==================== sprite_line_eval
===== src/rtl/sprite_line_eval.sv =====
// Per-line sprite evaluator: scans OAM during hblank and builds the moving-sprite line table.
// Optional macro SPRITE_EVAL_EARLY_EXIT_EN stops the scan on the first hit beyond MAX_PER_LINE.
module sprite_line_eval #(
    parameter int NUM_SPRITES  = 64,
    parameter int MAX_PER_LINE = 8,
    parameter int SPRITE_H     = 16
) (
    input  logic        clock,
    input  logic        reset,
    input  logic        start,
    input  logic [10:0] next_row,
    output logic [5:0]  oam_addr,
    input  logic [28:0] oam_data,
    output logic [2:0]  table_addr,
    output logic        table_wren,
    output logic [28:0] table_data,
    output logic [3:0]  count,
    output logic        overflow,
    output logic        busy,
    output logic        done
);

    localparam logic [2:0] S_IDLE  = 3'd0;
    localparam logic [2:0] S_SCAN  = 3'd1;
    localparam logic [2:0] S_DRAIN = 3'd2;
    localparam logic [2:0] S_CLEAR = 3'd3;
    localparam logic [2:0] S_FIN   = 3'd4;

    localparam logic [28:0] CLEAR_WORD = {11'h7FF, 18'h0};

    logic [2:0]  state;
    logic [10:0] row_q;
    logic        data_v;
    logic        drain_cnt;
    logic [3:0]  clr_slot;
    logic [11:0] diff;
    logic        hit;
    logic        full;
    logic        stop_scan;

    // Rows above the sprite give a negative difference, so no wrap-around hits.
    always_comb begin
        diff = {1'b0, row_q} - {2'b00, oam_data[17:8]};
        hit  = data_v && !diff[11] && (diff < 12'(SPRITE_H));
        full = (count == 4'(MAX_PER_LINE));
`ifdef SPRITE_EVAL_EARLY_EXIT_EN
        stop_scan = hit && full && (state == S_SCAN);
`else
        stop_scan = 1'b0;
`endif
    end

    always_ff @(posedge clock) begin
        if (reset) begin
            state      <= S_IDLE;
            row_q      <= '0;
            data_v     <= 1'b0;
            drain_cnt  <= 1'b0;
            clr_slot   <= '0;
            oam_addr   <= '0;
            table_addr <= '0;
            table_wren <= 1'b0;
            table_data <= '0;
            count      <= '0;
            overflow   <= 1'b0;
            busy       <= 1'b0;
            done       <= 1'b0;
        end else begin
            table_wren <= 1'b0;
            done       <= 1'b0;
            // data_v marks the cycle in which oam_data belongs to an issued address
            data_v     <= (state == S_SCAN) && !stop_scan;

            if (hit) begin
                if (!full) begin
                    table_wren <= 1'b1;
                    table_addr <= count[2:0];
                    table_data <= oam_data;
                    count      <= count + 4'd1;
                end else begin
                    overflow <= 1'b1;
                end
            end

            case (state)
                S_IDLE: begin
                    if (start) begin
                        row_q    <= next_row;
                        count    <= '0;
                        overflow <= 1'b0;
                        oam_addr <= '0;
                        busy     <= 1'b1;
                        state    <= S_SCAN;
                    end
                end
                S_SCAN: begin
                    if (stop_scan || (oam_addr == 6'(NUM_SPRITES - 1))) begin
                        drain_cnt <= 1'b0;
                        state     <= S_DRAIN;
                    end else begin
                        oam_addr <= oam_addr + 6'd1;
                    end
                end
                S_DRAIN: begin
                    if (!drain_cnt) begin
                        drain_cnt <= 1'b1;
                    end else if (count < 4'(MAX_PER_LINE)) begin
                        table_wren <= 1'b1;
                        table_addr <= count[2:0];
                        table_data <= CLEAR_WORD;
                        clr_slot   <= count + 4'd1;
                        state      <= S_CLEAR;
                    end else begin
                        done  <= 1'b1;
                        state <= S_FIN;
                    end
                end
                S_CLEAR: begin
                    if (clr_slot < 4'(MAX_PER_LINE)) begin
                        table_wren <= 1'b1;
                        table_addr <= clr_slot[2:0];
                        table_data <= CLEAR_WORD;
                        clr_slot   <= clr_slot + 4'd1;
                    end else begin
                        done  <= 1'b1;
                        state <= S_FIN;
                    end
                end
                S_FIN: begin
                    busy  <= 1'b0;
                    state <= S_IDLE;
                end
                default: state <= S_IDLE;
            endcase
        end
    end

endmodule

===== config.mk =====
export PLATFORM = sky130hd
export DESIGN_NAME = sprite_line_eval
export DESIGN_NICKNAME = d
export VERILOG_FILES = /design/src/rtl/sprite_line_eval.sv
export SDC_FILE = /design/constraint.sdc
export NUM_CORES = 1
export LEC_CHECK = 0
export ABC_AREA = 1
export CAP_MARGIN = 0
export CORE_MARGIN = 3
export CORE_UTILIZATION = 52
export CTS_BUF_LIST = sky130_fd_sc_hd__clkbuf_2 sky130_fd_sc_hd__clkbuf_4 sky130_fd_sc_hd__clkbuf_8
export CTS_CLUSTER_SIZE = 16
export DETAILED_ROUTE_END_ITERATION = 10
export GPL_ROUTABILITY_DRIVEN = 0
export GPL_TIMING_DRIVEN = 0
export PLACE_DENSITY = 0.82
export SLEW_MARGIN = 20
export SYNTH_ARGS = -nofsm -noshare
export SYNTH_HDL_FRONTEND = slang
export SYNTH_SLANG_ARGS = --single-unit

===== constraint.sdc =====
create_clock -name clock -period 3 [get_ports clock]
set_input_delay 0.6 -clock clock [delete_from_list [all_inputs] [get_ports clock]]
set_output_delay 0.6 -clock clock [all_outputs]
set_load 0.005 [all_outputs]

==> CHANGELOG.md <==
## Implementation

- Biggest regs: table_data x29, row_q x11, oam_addr x6
- Placed cells: 761
- Stage-log warning count: 27
- CP Capture Type: flop
- GR Layer Usage met1: 30.3%
- Top reg by flops: table_data
- Row cnt: 30
- Status: finished, final reports clean
- First-pass GRT wire length: 16700 um
- Hold_ws: 0.468 ns
- Avg WL per Cell: 13.0 um
- Pre-Place Util: 55.2%
- H-tree depth: 3
- Worst hold stages: 2
- Yosys simple share: 36.8%
- Final setup TNS: 0 ns
- Top-count cell post-synth: nand2_1
- Dpl hpwl: 7730 um
- Combinational Area: 2060 um2
- Met3 routed WL: 492 um
- Fill count: 588
- DRC errors left: 0
Figure 1. Clock wiring as the flow saved it (sprite_line_eval).
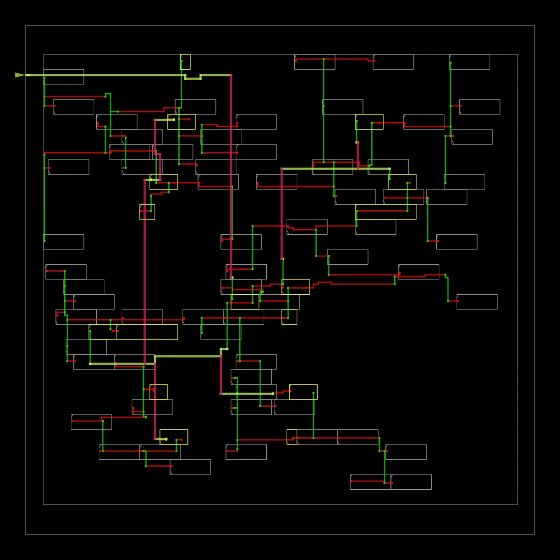
CLK BUF: 9
CTS Buf Count: 9
clk sink count: 66
Clk power: 0.840 mW
Insertion Delay late pin: 0.36 ns

Figure 2. Clock wires, drivers and flops (sprite_line_eval).
Scale: 6 px per um.
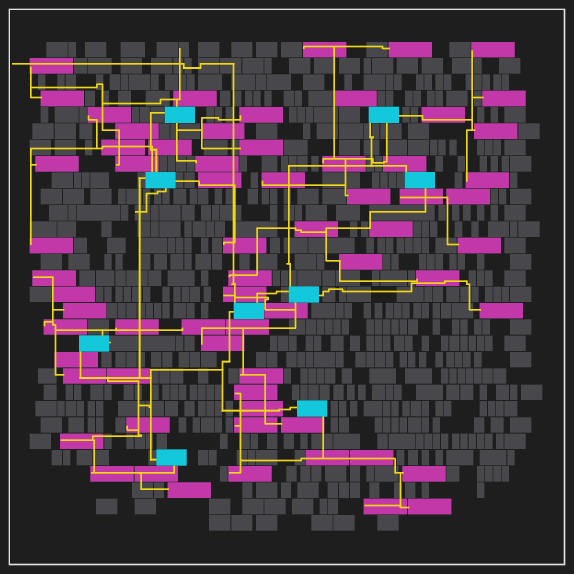
- cyan: clock-net drivers (count 9)
- yellow: clock wires (length 948 um)
- magenta: flip-flops (count 66)
- flops lie: all over the die


==================== uart_stream_scheduler_flat
**src/rtl/uart_stream_scheduler_if.sv**
```systemverilog
// Stream-side inputs and transmitter-side handshake of uart_stream_scheduler.
// The master modport drives the audio strobes and transmitter busy.
// The slave modport is the scheduler itself.
interface uart_stream_scheduler_if #(
    parameter int FIFO_DEPTH = 4
);
    localparam int LVL_W = $clog2(FIFO_DEPTH) + 1;

    logic             enable_in;
    logic             mode_in;
    logic [23:0]      dss_audio_in;
    logic             dss_valid_in;
    logic [23:0]      mic0_in;
    logic [23:0]      mic1_in;
    logic             mic_valid_in;
    logic             uart_busy_in;
    logic [31:0]      uart_data_out;
    logic             uart_dual_out;
    logic             uart_trigger_out;
    logic [LVL_W-1:0] fifo_level_out;
    logic [15:0]      dropped_count_out;

    modport master (
        output enable_in, mode_in, dss_audio_in, dss_valid_in,
               mic0_in, mic1_in, mic_valid_in, uart_busy_in,
        input  uart_data_out, uart_dual_out, uart_trigger_out,
               fifo_level_out, dropped_count_out
    );

    modport slave (
        input  enable_in, mode_in, dss_audio_in, dss_valid_in,
               mic0_in, mic1_in, mic_valid_in, uart_busy_in,
        output uart_data_out, uart_dual_out, uart_trigger_out,
               fifo_level_out, dropped_count_out
    );
endinterface

```
**src/rtl/uart_stream_scheduler.sv**
```systemverilog
// Audio sample scheduler for the shared UART byte transmitter.
// Frames come from either the beamformed stream (single mode) or from the two raw mics decimated 2:1 (dual mode).
// Frames are buffered in a small FIFO.
// Each frame is launched with a one-cycle trigger that honours the transmitter busy handshake.
module uart_stream_scheduler #(
    parameter int FIFO_DEPTH   = 4,
    parameter int BUSY_TIMEOUT = 8
) (
    input  logic                   clk_in,
    input  logic                   rst_in,
    uart_stream_scheduler_if.slave bus
);
    localparam int PTR_W = $clog2(FIFO_DEPTH);
    localparam int LVL_W = PTR_W + 1;
    localparam int TMR_W = $clog2(BUSY_TIMEOUT) + 1;
    localparam logic [LVL_W-1:0] LVL_FULL = LVL_W'(FIFO_DEPTH);
    localparam logic [TMR_W-1:0] TMR_LAST = TMR_W'(BUSY_TIMEOUT - 1);

    typedef enum logic [1:0] {
        ST_IDLE      = 2'd0,
        ST_WAIT_BUSY = 2'd1,
        ST_WAIT_DONE = 2'd2
    } state_t;

    state_t           state_q, state_d;
    logic [TMR_W-1:0] tmr_q;
    logic             mode_q, enable_q, toggle_q;
    logic [32:0]      mem_q [FIFO_DEPTH];
    logic [PTR_W-1:0] wr_ptr_q, rd_ptr_q;
    logic [LVL_W-1:0] level_q;
    logic [15:0]      dropped_q;
    logic             trigger_q, dual_q;
    logic [31:0]      data_q;

    logic             mode_chg_s, flush_s, full_s, empty_s;
    logic             push_req_s, push_s, accept_s, drop_s, launch_s;
    logic [32:0]      frame_s, head_s;
    logic             unused_bits_s;

    // The low audio byte never reaches the transmitter
    assign unused_bits_s = ^{bus.dss_audio_in[7:0], bus.mic0_in[7:0], bus.mic1_in[7:0]};

    assign mode_chg_s = bus.mode_in ^ mode_q;
    // A mode switch or an enable fall discards everything buffered. The in-flight frame is untouched.
    assign flush_s    = mode_chg_s | (enable_q & ~bus.enable_in);
    assign full_s     = (level_q == LVL_FULL);
    assign empty_s    = (level_q == {LVL_W{1'b0}});
    assign head_s     = mem_q[rd_ptr_q];

    // Remember last mode/enable so switches and enable falls can be detected.
    always_ff @(posedge clk_in) begin
        if (rst_in) begin
            mode_q   <= 1'b0;
            enable_q <= 1'b0;
        end else begin
            mode_q   <= bus.mode_in;
            enable_q <= bus.enable_in;
        end
    end

    // Dual-mode decimation toggle. Only every second mic strobe forms a frame.
    always_ff @(posedge clk_in) begin
        if (rst_in) begin
            toggle_q <= 1'b0;
        end else if (mode_chg_s) begin
            toggle_q <= 1'b0;
        end else if (bus.mode_in && bus.mic_valid_in) begin
            toggle_q <= ~toggle_q;
        end
    end

    // Frame formation and push request from whichever stream the mode selects.
    always_comb begin
        push_req_s = 1'b0;
        frame_s    = 33'd0;
        if (!bus.mode_in) begin
            push_req_s = bus.dss_valid_in;
            frame_s    = {1'b0, 16'h0000, bus.dss_audio_in[23:8]};
        end else begin
            push_req_s = bus.mic_valid_in & toggle_q;
            frame_s    = {1'b1, bus.mic1_in[23:8], bus.mic0_in[23:8]};
        end
        push_s = push_req_s & bus.enable_in & ~flush_s;
    end

    // Launch FSM outputs. A pop on the same edge frees a slot for a push at full.
    always_comb begin
        launch_s = 1'b0;
        if ((state_q == ST_IDLE) && !empty_s && !flush_s) begin
            launch_s = 1'b1;
        end else begin
            launch_s = 1'b0;
        end
        accept_s = push_s & (~full_s | launch_s);
        drop_s   = push_s & full_s & ~launch_s;
    end

    // Launch FSM next state. A busy that never rises is given up after BUSY_TIMEOUT cycles.
    always_comb begin
        state_d = state_q;
        case (state_q)
            ST_IDLE: begin
                if (launch_s) state_d = ST_WAIT_BUSY;
                else          state_d = ST_IDLE;
            end
            ST_WAIT_BUSY: begin
                if (bus.uart_busy_in)       state_d = ST_WAIT_DONE;
                else if (tmr_q == TMR_LAST) state_d = ST_IDLE;
                else                        state_d = ST_WAIT_BUSY;
            end
            ST_WAIT_DONE: begin
                if (!bus.uart_busy_in) state_d = ST_IDLE;
                else                   state_d = ST_WAIT_DONE;
            end
            default: state_d = ST_IDLE;
        endcase
    end

    // Launch FSM state register.
    always_ff @(posedge clk_in) begin
        if (rst_in) state_q <= ST_IDLE;
        else        state_q <= state_d;
    end

    // Count cycles spent waiting for busy to rise.
    always_ff @(posedge clk_in) begin
        if (rst_in)                      tmr_q <= {TMR_W{1'b0}};
        else if (state_q == ST_WAIT_BUSY) tmr_q <= tmr_q + TMR_W'(1);
        else                             tmr_q <= {TMR_W{1'b0}};
    end

    // FIFO storage.
    always_ff @(posedge clk_in) begin
        if (rst_in) begin
            for (int i = 0; i < FIFO_DEPTH; i++) mem_q[i] <= 33'd0;
        end else if (accept_s) begin
            mem_q[wr_ptr_q] <= frame_s;
        end
    end

    // FIFO pointers and occupancy. A flush empties the FIFO and wins over push/pop.
    always_ff @(posedge clk_in) begin
        if (rst_in || flush_s) begin
            wr_ptr_q <= {PTR_W{1'b0}};
            rd_ptr_q <= {PTR_W{1'b0}};
            level_q  <= {LVL_W{1'b0}};
        end else begin
            if (accept_s) wr_ptr_q <= wr_ptr_q + PTR_W'(1);
            if (launch_s) rd_ptr_q <= rd_ptr_q + PTR_W'(1);
            level_q <= level_q + LVL_W'(accept_s) - LVL_W'(launch_s);
        end
    end

    // Saturating count of frames lost to a full FIFO. It survives flushes.
    always_ff @(posedge clk_in) begin
        if (rst_in)                           dropped_q <= 16'h0000;
        else if (drop_s && dropped_q != 16'hFFFF) dropped_q <= dropped_q + 16'h0001;
    end

    // Registered trigger pulse. The payload holds until the next launch.
    always_ff @(posedge clk_in) begin
        if (rst_in) begin
            trigger_q <= 1'b0;
            data_q    <= 32'h0000_0000;
            dual_q    <= 1'b0;
        end else begin
            trigger_q <= launch_s;
            if (launch_s) begin
                data_q <= head_s[31:0];
                dual_q <= head_s[32];
            end
        end
    end

    assign bus.uart_trigger_out  = trigger_q;
    assign bus.uart_data_out     = data_q;
    assign bus.uart_dual_out     = dual_q;
    assign bus.fifo_level_out    = level_q;
    assign bus.dropped_count_out = dropped_q;
endmodule

```
**src/flat_wrapper.sv**
```systemverilog
// flat-port wrapper written by rule: the top's interface ports become plain ports
module uart_stream_scheduler_flat 
#(
    parameter int FIFO_DEPTH   = 4,
    parameter int BUSY_TIMEOUT = 8
)
  (clk_in, rst_in, bus_enable_in, bus_mode_in, bus_dss_audio_in, bus_dss_valid_in, bus_mic0_in, bus_mic1_in, bus_mic_valid_in, bus_uart_busy_in, bus_uart_data_out, bus_uart_dual_out, bus_uart_trigger_out, bus_fifo_level_out, bus_dropped_count_out);
  uart_stream_scheduler_if #(.FIFO_DEPTH(FIFO_DEPTH)) bus_i ();
  input  logic clk_in;
  input  logic rst_in;
  input wire logic [$bits(bus_i.enable_in)-1:0] bus_enable_in;
  input wire logic [$bits(bus_i.mode_in)-1:0] bus_mode_in;
  input wire logic [$bits(bus_i.dss_audio_in)-1:0] bus_dss_audio_in;
  input wire logic [$bits(bus_i.dss_valid_in)-1:0] bus_dss_valid_in;
  input wire logic [$bits(bus_i.mic0_in)-1:0] bus_mic0_in;
  input wire logic [$bits(bus_i.mic1_in)-1:0] bus_mic1_in;
  input wire logic [$bits(bus_i.mic_valid_in)-1:0] bus_mic_valid_in;
  input wire logic [$bits(bus_i.uart_busy_in)-1:0] bus_uart_busy_in;
  output wire logic [$bits(bus_i.uart_data_out)-1:0] bus_uart_data_out;
  output wire logic [$bits(bus_i.uart_dual_out)-1:0] bus_uart_dual_out;
  output wire logic [$bits(bus_i.uart_trigger_out)-1:0] bus_uart_trigger_out;
  output wire logic [$bits(bus_i.fifo_level_out)-1:0] bus_fifo_level_out;
  output wire logic [$bits(bus_i.dropped_count_out)-1:0] bus_dropped_count_out;
  assign bus_i.enable_in = bus_enable_in;
  assign bus_i.mode_in = bus_mode_in;
  assign bus_i.dss_audio_in = bus_dss_audio_in;
  assign bus_i.dss_valid_in = bus_dss_valid_in;
  assign bus_i.mic0_in = bus_mic0_in;
  assign bus_i.mic1_in = bus_mic1_in;
  assign bus_i.mic_valid_in = bus_mic_valid_in;
  assign bus_i.uart_busy_in = bus_uart_busy_in;
  assign bus_uart_data_out = bus_i.uart_data_out;
  assign bus_uart_dual_out = bus_i.uart_dual_out;
  assign bus_uart_trigger_out = bus_i.uart_trigger_out;
  assign bus_fifo_level_out = bus_i.fifo_level_out;
  assign bus_dropped_count_out = bus_i.dropped_count_out;
  uart_stream_scheduler #(.FIFO_DEPTH(FIFO_DEPTH), .BUSY_TIMEOUT(BUSY_TIMEOUT)) u_core (.clk_in(clk_in), .rst_in(rst_in), .bus(bus_i));
endmodule
```
**config.mk**
```make
export PLATFORM = sky130hd
export DESIGN_NAME = uart_stream_scheduler_flat
export DESIGN_NICKNAME = d
export VERILOG_FILES = /design/src/rtl/uart_stream_scheduler_if.sv /design/src/rtl/uart_stream_scheduler.sv /design/src/flat_wrapper.sv
export SDC_FILE = /design/constraint.sdc
export NUM_CORES = 1
export LEC_CHECK = 0
export CAP_MARGIN = 25
export CORE_ASPECT_RATIO = 0.8
export CORE_MARGIN = 10
export CORE_UTILIZATION = 58
export DETAILED_ROUTE_END_ITERATION = 12
export GPL_ROUTABILITY_DRIVEN = 0
export PLACE_DENSITY = 0.95
export SLEW_MARGIN = 10
export SYNTH_ARGS = -nofsm -noshare
export SYNTH_HDL_FRONTEND = slang
export SYNTH_SLANG_ARGS = --single-unit
```
**constraint.sdc**
```tcl
create_clock -name clk_in -period 6.7 [get_ports clk_in]
set_clock_uncertainty 0.15 [all_clocks]
set_input_delay 0.67 -clock clk_in [delete_from_list [all_inputs] [get_ports clk_in]]
set_output_delay 0.67 -clock clk_in [all_outputs]
set_load 0.01 [all_outputs]
```
Figure 3. Cell area per tile (uart_stream_scheduler_flat).
Scale: 2 px per um. The die is cut into 15 by 13 equal tiles; black is low, pale yellow is high, 0 to 100% covered.
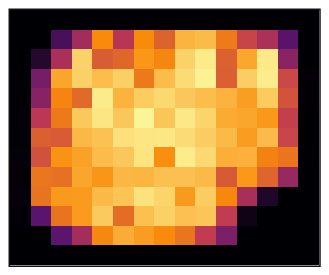
- nearly empty tiles: 31%
- fullest tile: 98%
- tiles over 75% full: 41%
- densest ninth of the die: centre

Figure 4. Clock wiring as the flow saved it (uart_stream_scheduler_flat).
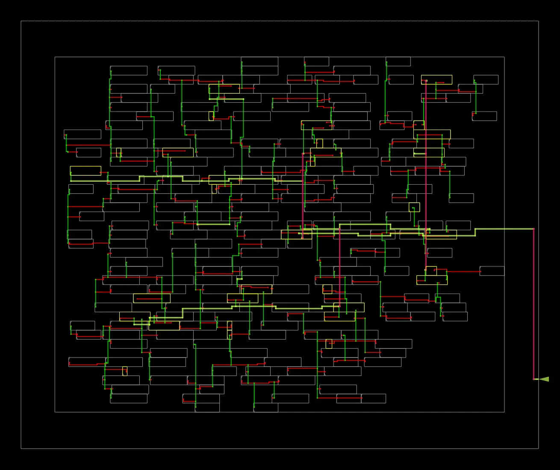
CLK BUF: 24
clk sink count: 198
Clk power: 0.979 mW

==> CHANGELOG.md <==
## Implementation

- Status: finished, final reports clean
- Synth Seq Share: 62.8%
- Critical path arrival: 4.84 ns
- Library cells used by synthesis: 48
- Port-buffer cells: 107
- Synth mux share: 11.0%
- Max FO, Critical Path: 38
- Pre-antenna DRT Iters: 7
- Chip width: 155 um
- Post-DR vias/cell: 6.04
- Hold path start: u_core.tmr_q[0]$_SDFF_PP0_
- CP endpoint: u_core.mem_q[2][30]$_SDFFCE_PN0P_
- Dominant cell area share: 47.1%
- I/O Pins: 132
- H-tree depth: 4
- Final setup TNS: 0 ns
- R2r setup slk: 2.36 ns
- Top FF cell, synth: edfxtp_1
- Fraction of area in clock buffers and inverters: 5.43%
- Stage-log warning count: 50
- GRT busiest layer: met2
- Hold_ws: 0.301 ns
- Avg WL per Cell: 21.1 um
- Clock power share: 39.4%
- Seq cells: 198
- Total GRT Usage: 20.4%
- Required @ worst endpoint: 6.66 ns
- Clk pin slew, worst setup/hold paths: 0.06 ns
- Pre-Place Util: 59.0%
- Crit-path cells: clkdlybuf4s50_1 -> buf_4 -> xnor2_2 -> nand4_4 -> inv_2 -> o211ai_2 -> or3_1 -> nand2_1 -> buf_4
- Row cnt: 39
- Combinational Area: 2940 um2
- Synthesis Warnings: 0
- CP bufs+invs: 4
- Worst IR drop on VDD: 199 uV
- CTS Buf Count: 17
- Min-Delay Path Class: flop to flop
- Maxcap violations: 0
- Final instance area: 10200 um2
- Layout cell share with drive strength beyond 1: 11.0%
- # nets final: 847
- Max Used Layer: met5

==================== generador_pulso_sostenido
Figure 5. A small window of the routed layout (generador_pulso_sostenido).
Region (17, 17) to (42, 42) um. Cells in grey, sequential cells in the stronger grey; small squares are vias.
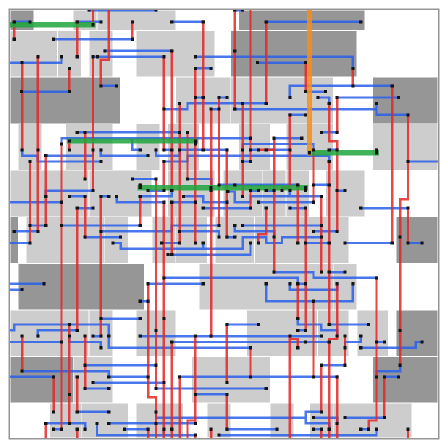
Figure 6. Clock wires, drivers and flops (generador_pulso_sostenido).
Scale: 10 px per um.
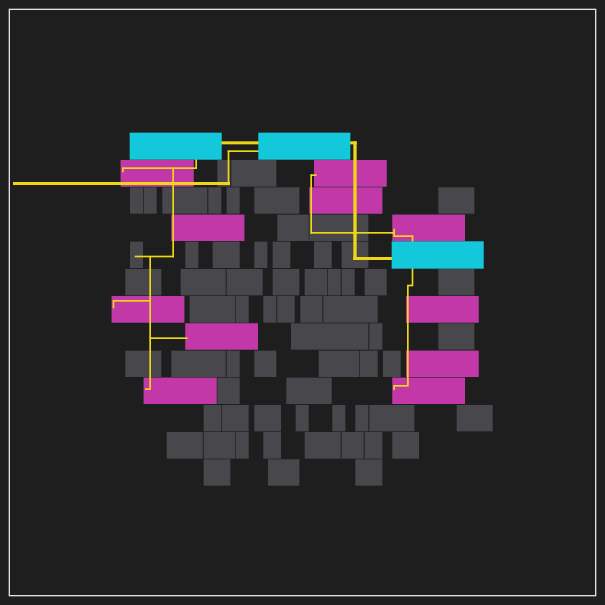
### src/rtl/generador_pulso_sostenido.sv
// Regenerates single-cycle triggers as held pulses: HIGH_CYCLES high, then at least
// LOW_CYCLES low, with a saturating queue of triggers that arrive mid-pulse.
module generador_pulso_sostenido #(
  parameter int HIGH_CYCLES = 4,
  parameter int LOW_CYCLES  = 4,
  parameter int PEND_W      = 3
) (
  input  logic              clk,
  input  logic              reset,
  input  logic              disparo,
  output logic              salida,
  output logic              ocupado,
  output logic [PEND_W-1:0] pendientes,
  output logic              desborde
);
  localparam int MAX_PHASE = (HIGH_CYCLES > LOW_CYCLES) ? HIGH_CYCLES : LOW_CYCLES;
  localparam int CNT_W     = $clog2(MAX_PHASE + 1);
  localparam logic [CNT_W-1:0]  HIGH_LAST = CNT_W'(HIGH_CYCLES - 1);
  localparam logic [CNT_W-1:0]  LOW_LAST  = CNT_W'(LOW_CYCLES - 1);
  localparam logic [PEND_W-1:0] PEND_MAX  = '1;

  typedef enum logic [1:0] {IDLE, HIGH, LOW} state_t;

  state_t            state, stateNxt;
  logic [CNT_W-1:0]  cnt, cntNxt;
  logic [PEND_W-1:0] pendNxt;
  logic              ovfNxt;
  logic              lastHigh, lastLow, hayPend, start;

  assign lastHigh = (state == HIGH) && (cnt == HIGH_LAST);
  assign lastLow  = (state == LOW)  && (cnt == LOW_LAST);
  assign hayPend  = (pendientes != '0);
  // A new pulse may only begin from IDLE or on the final LOW cycle (no IDLE bubble).
  assign start    = ((state == IDLE) || lastLow) && (disparo || hayPend);

  always_comb begin
    stateNxt = state;
    cntNxt   = cnt + 1'b1;
    pendNxt  = pendientes;
    ovfNxt   = 1'b0;

    unique case (state)
      IDLE: begin
        cntNxt = '0;
        if (start) stateNxt = HIGH;
      end
      HIGH: begin
        if (lastHigh) begin
          stateNxt = LOW;
          cntNxt   = '0;
        end
      end
      LOW: begin
        if (lastLow) begin
          cntNxt   = '0;
          stateNxt = start ? HIGH : IDLE;
        end
      end
      default: begin
        stateNxt = IDLE;
        cntNxt   = '0;
      end
    endcase

    // On a start cycle a queued trigger is consumed first; a simultaneous
    // disparo then takes its place, so nothing is dropped there.
    if (start) begin
      if (hayPend && !disparo) pendNxt = pendientes - 1'b1;
    end else if (disparo) begin
      if (pendientes == PEND_MAX) ovfNxt = 1'b1;
      else                        pendNxt = pendientes + 1'b1;
    end
  end

  always_ff @(posedge clk) begin
    if (reset) begin
      state      <= IDLE;
      cnt        <= '0;
      salida     <= 1'b0;
      ocupado    <= 1'b0;
      pendientes <= '0;
      desborde   <= 1'b0;
    end else begin
      state      <= stateNxt;
      cnt        <= cntNxt;
      salida     <= (stateNxt == HIGH);
      ocupado    <= (stateNxt != IDLE);
      pendientes <= pendNxt;
      desborde   <= ovfNxt;
    end
  end
endmodule

### config.mk
export PLATFORM = sky130hd
export DESIGN_NAME = generador_pulso_sostenido
export DESIGN_NICKNAME = d
export VERILOG_FILES = /design/src/rtl/generador_pulso_sostenido.sv
export SDC_FILE = /design/constraint.sdc
export NUM_CORES = 1
export LEC_CHECK = 0
export CORE_MARGIN = 10
export CORE_UTILIZATION = 45
export CTS_BUF_LIST = sky130_fd_sc_hd__clkbuf_16
export CTS_CLUSTER_DIAMETER = 80
export DETAILED_ROUTE_END_ITERATION = 12
export HOLD_SLACK_MARGIN = 0.06
export MAX_ROUTING_LAYER = met4
export PLACE_DENSITY = 0.67
export SYNTH_ARGS = -nofsm -noshare
export SYNTH_HDL_FRONTEND = slang
export SYNTH_SLANG_ARGS = --single-unit
### constraint.sdc
create_clock -name clk -period 3.9 [get_ports clk]
set_clock_uncertainty 0.15 [all_clocks]
set_input_delay 0.585 -clock clk [delete_from_list [all_inputs] [get_ports clk]]
set_output_delay 0.585 -clock clk [all_outputs]
set_load 0.1 [all_outputs]
==> CHANGELOG.md <==
## Implementation

- RSZ-0062 raised after global routing: no
- R2r setup slk: 1.07 ns
- Synth mux share: 1.69%
- Crit Reg-Reg Startpoint: state[0]$_SDFF_PP0_
- Clock tree buffer depth: 2
- CTS Buf Count: 3
- PnR worst setup slack: 1.02 ns
- Number of cells on the critical path: 8
- Area reported by Yosys stat: 667 um2
- Hold Violations, Final: 0
- Status: finished, final reports clean
- P&R area growth vs syn: 20.3%
- Comb power frac: 44.5%
- Seq cells: 11
- CP bufs+invs: 1
- Yosys Instances: 72
- Placement Setup Slack: 0.809 ns
- Worst r2r path cells: 9
- Worst Setup SP: disparo
- Worst setup SP type: input port
- WL met1: 618 um
- Flop pwr share: 26.6%
- Largest power group: combinational cells
- Combinational Area: 378 um2
- Synth area leaders: dfxtp_1, ha_1, buf_6, inv_1, nor2_1
- Port-buffer cells: 8
- Final period utilization: 73.8%
- Met3 routed WL: 100 um
- CTS tree: built
- Met2 WL: 522 um
- Pwr/cell area: 774 nW/um2
- CP endpoint: pendientes[2]$_SDFFE_PP0P_
- Dominant comb cell: AND-OR/OR-AND gates
- Clk power: 0.179 mW
- Dpl hpwl: 878 um
- Internal: 0.354 mW
- Slew Viols, Final: 0
- Biggest regs: cnt x3, pendientes x3, state x2
- Hold path start: cnt[0]$_SDFF_PP0_
- Logic share of the area: 47.1%
- Layout cell share with drive strength beyond 1: 11.4%
- Worst hold stages: 1
Notes on Figure 5 above:
- red: M2
- blue: M1
- green: M3
- orange: M4
- netlist names of flops here include: pendientes (3)
- cells with their middle in the window: 49
- most frequent: nor2_1 (6), ha_1 (6), dfxtp_1 (6)
- sequential cells in the window: 6

Notes on Figure 6 above:
- yellow: clock wires (length 149 um)
- magenta: flip-flops (count 11)
- cyan: clock-net drivers (count 3)
- routed clock nets: 4



==> screenshots <==
Placement by cell class.
picture 1
Scale: 4 px per um. Fill, decap, tap and diode cells in grey.
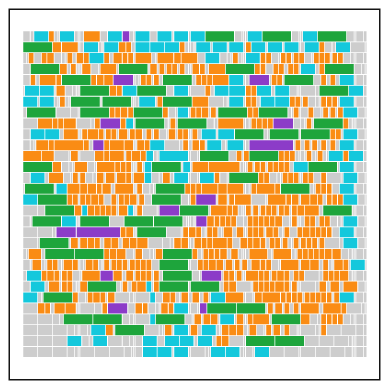
picture 2
Scale: 6 px per um. Fill, decap, tap and diode cells in grey.
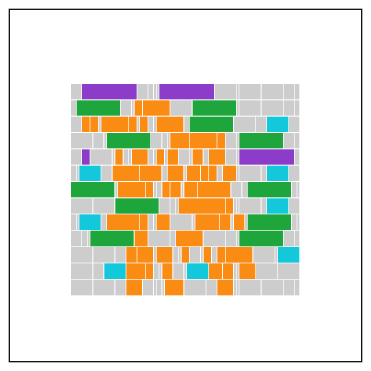
picture 3
Scale: 2 px per um. Fill, decap, tap and diode cells in grey.
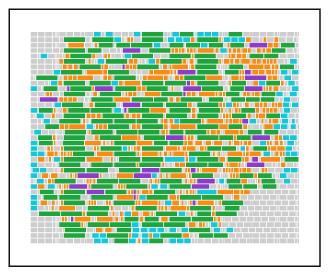
Of these, most sequential cells: picture 3
Of these, fewest sequential cells: picture 2
- picture 3 = uart_stream_scheduler_flat
- picture 1 = sprite_line_eval
- picture 2 = generador_pulso_sostenido

Key to picture 2:
- purple: clock drivers and dummy loads (cells 4)
- green: registers (cells 11)
- orange: remaining logic cells (cells 56)
- cyan: remaining buffers and delay cells (cells 8)

Power is estimated from default activity; no workload was simulated.
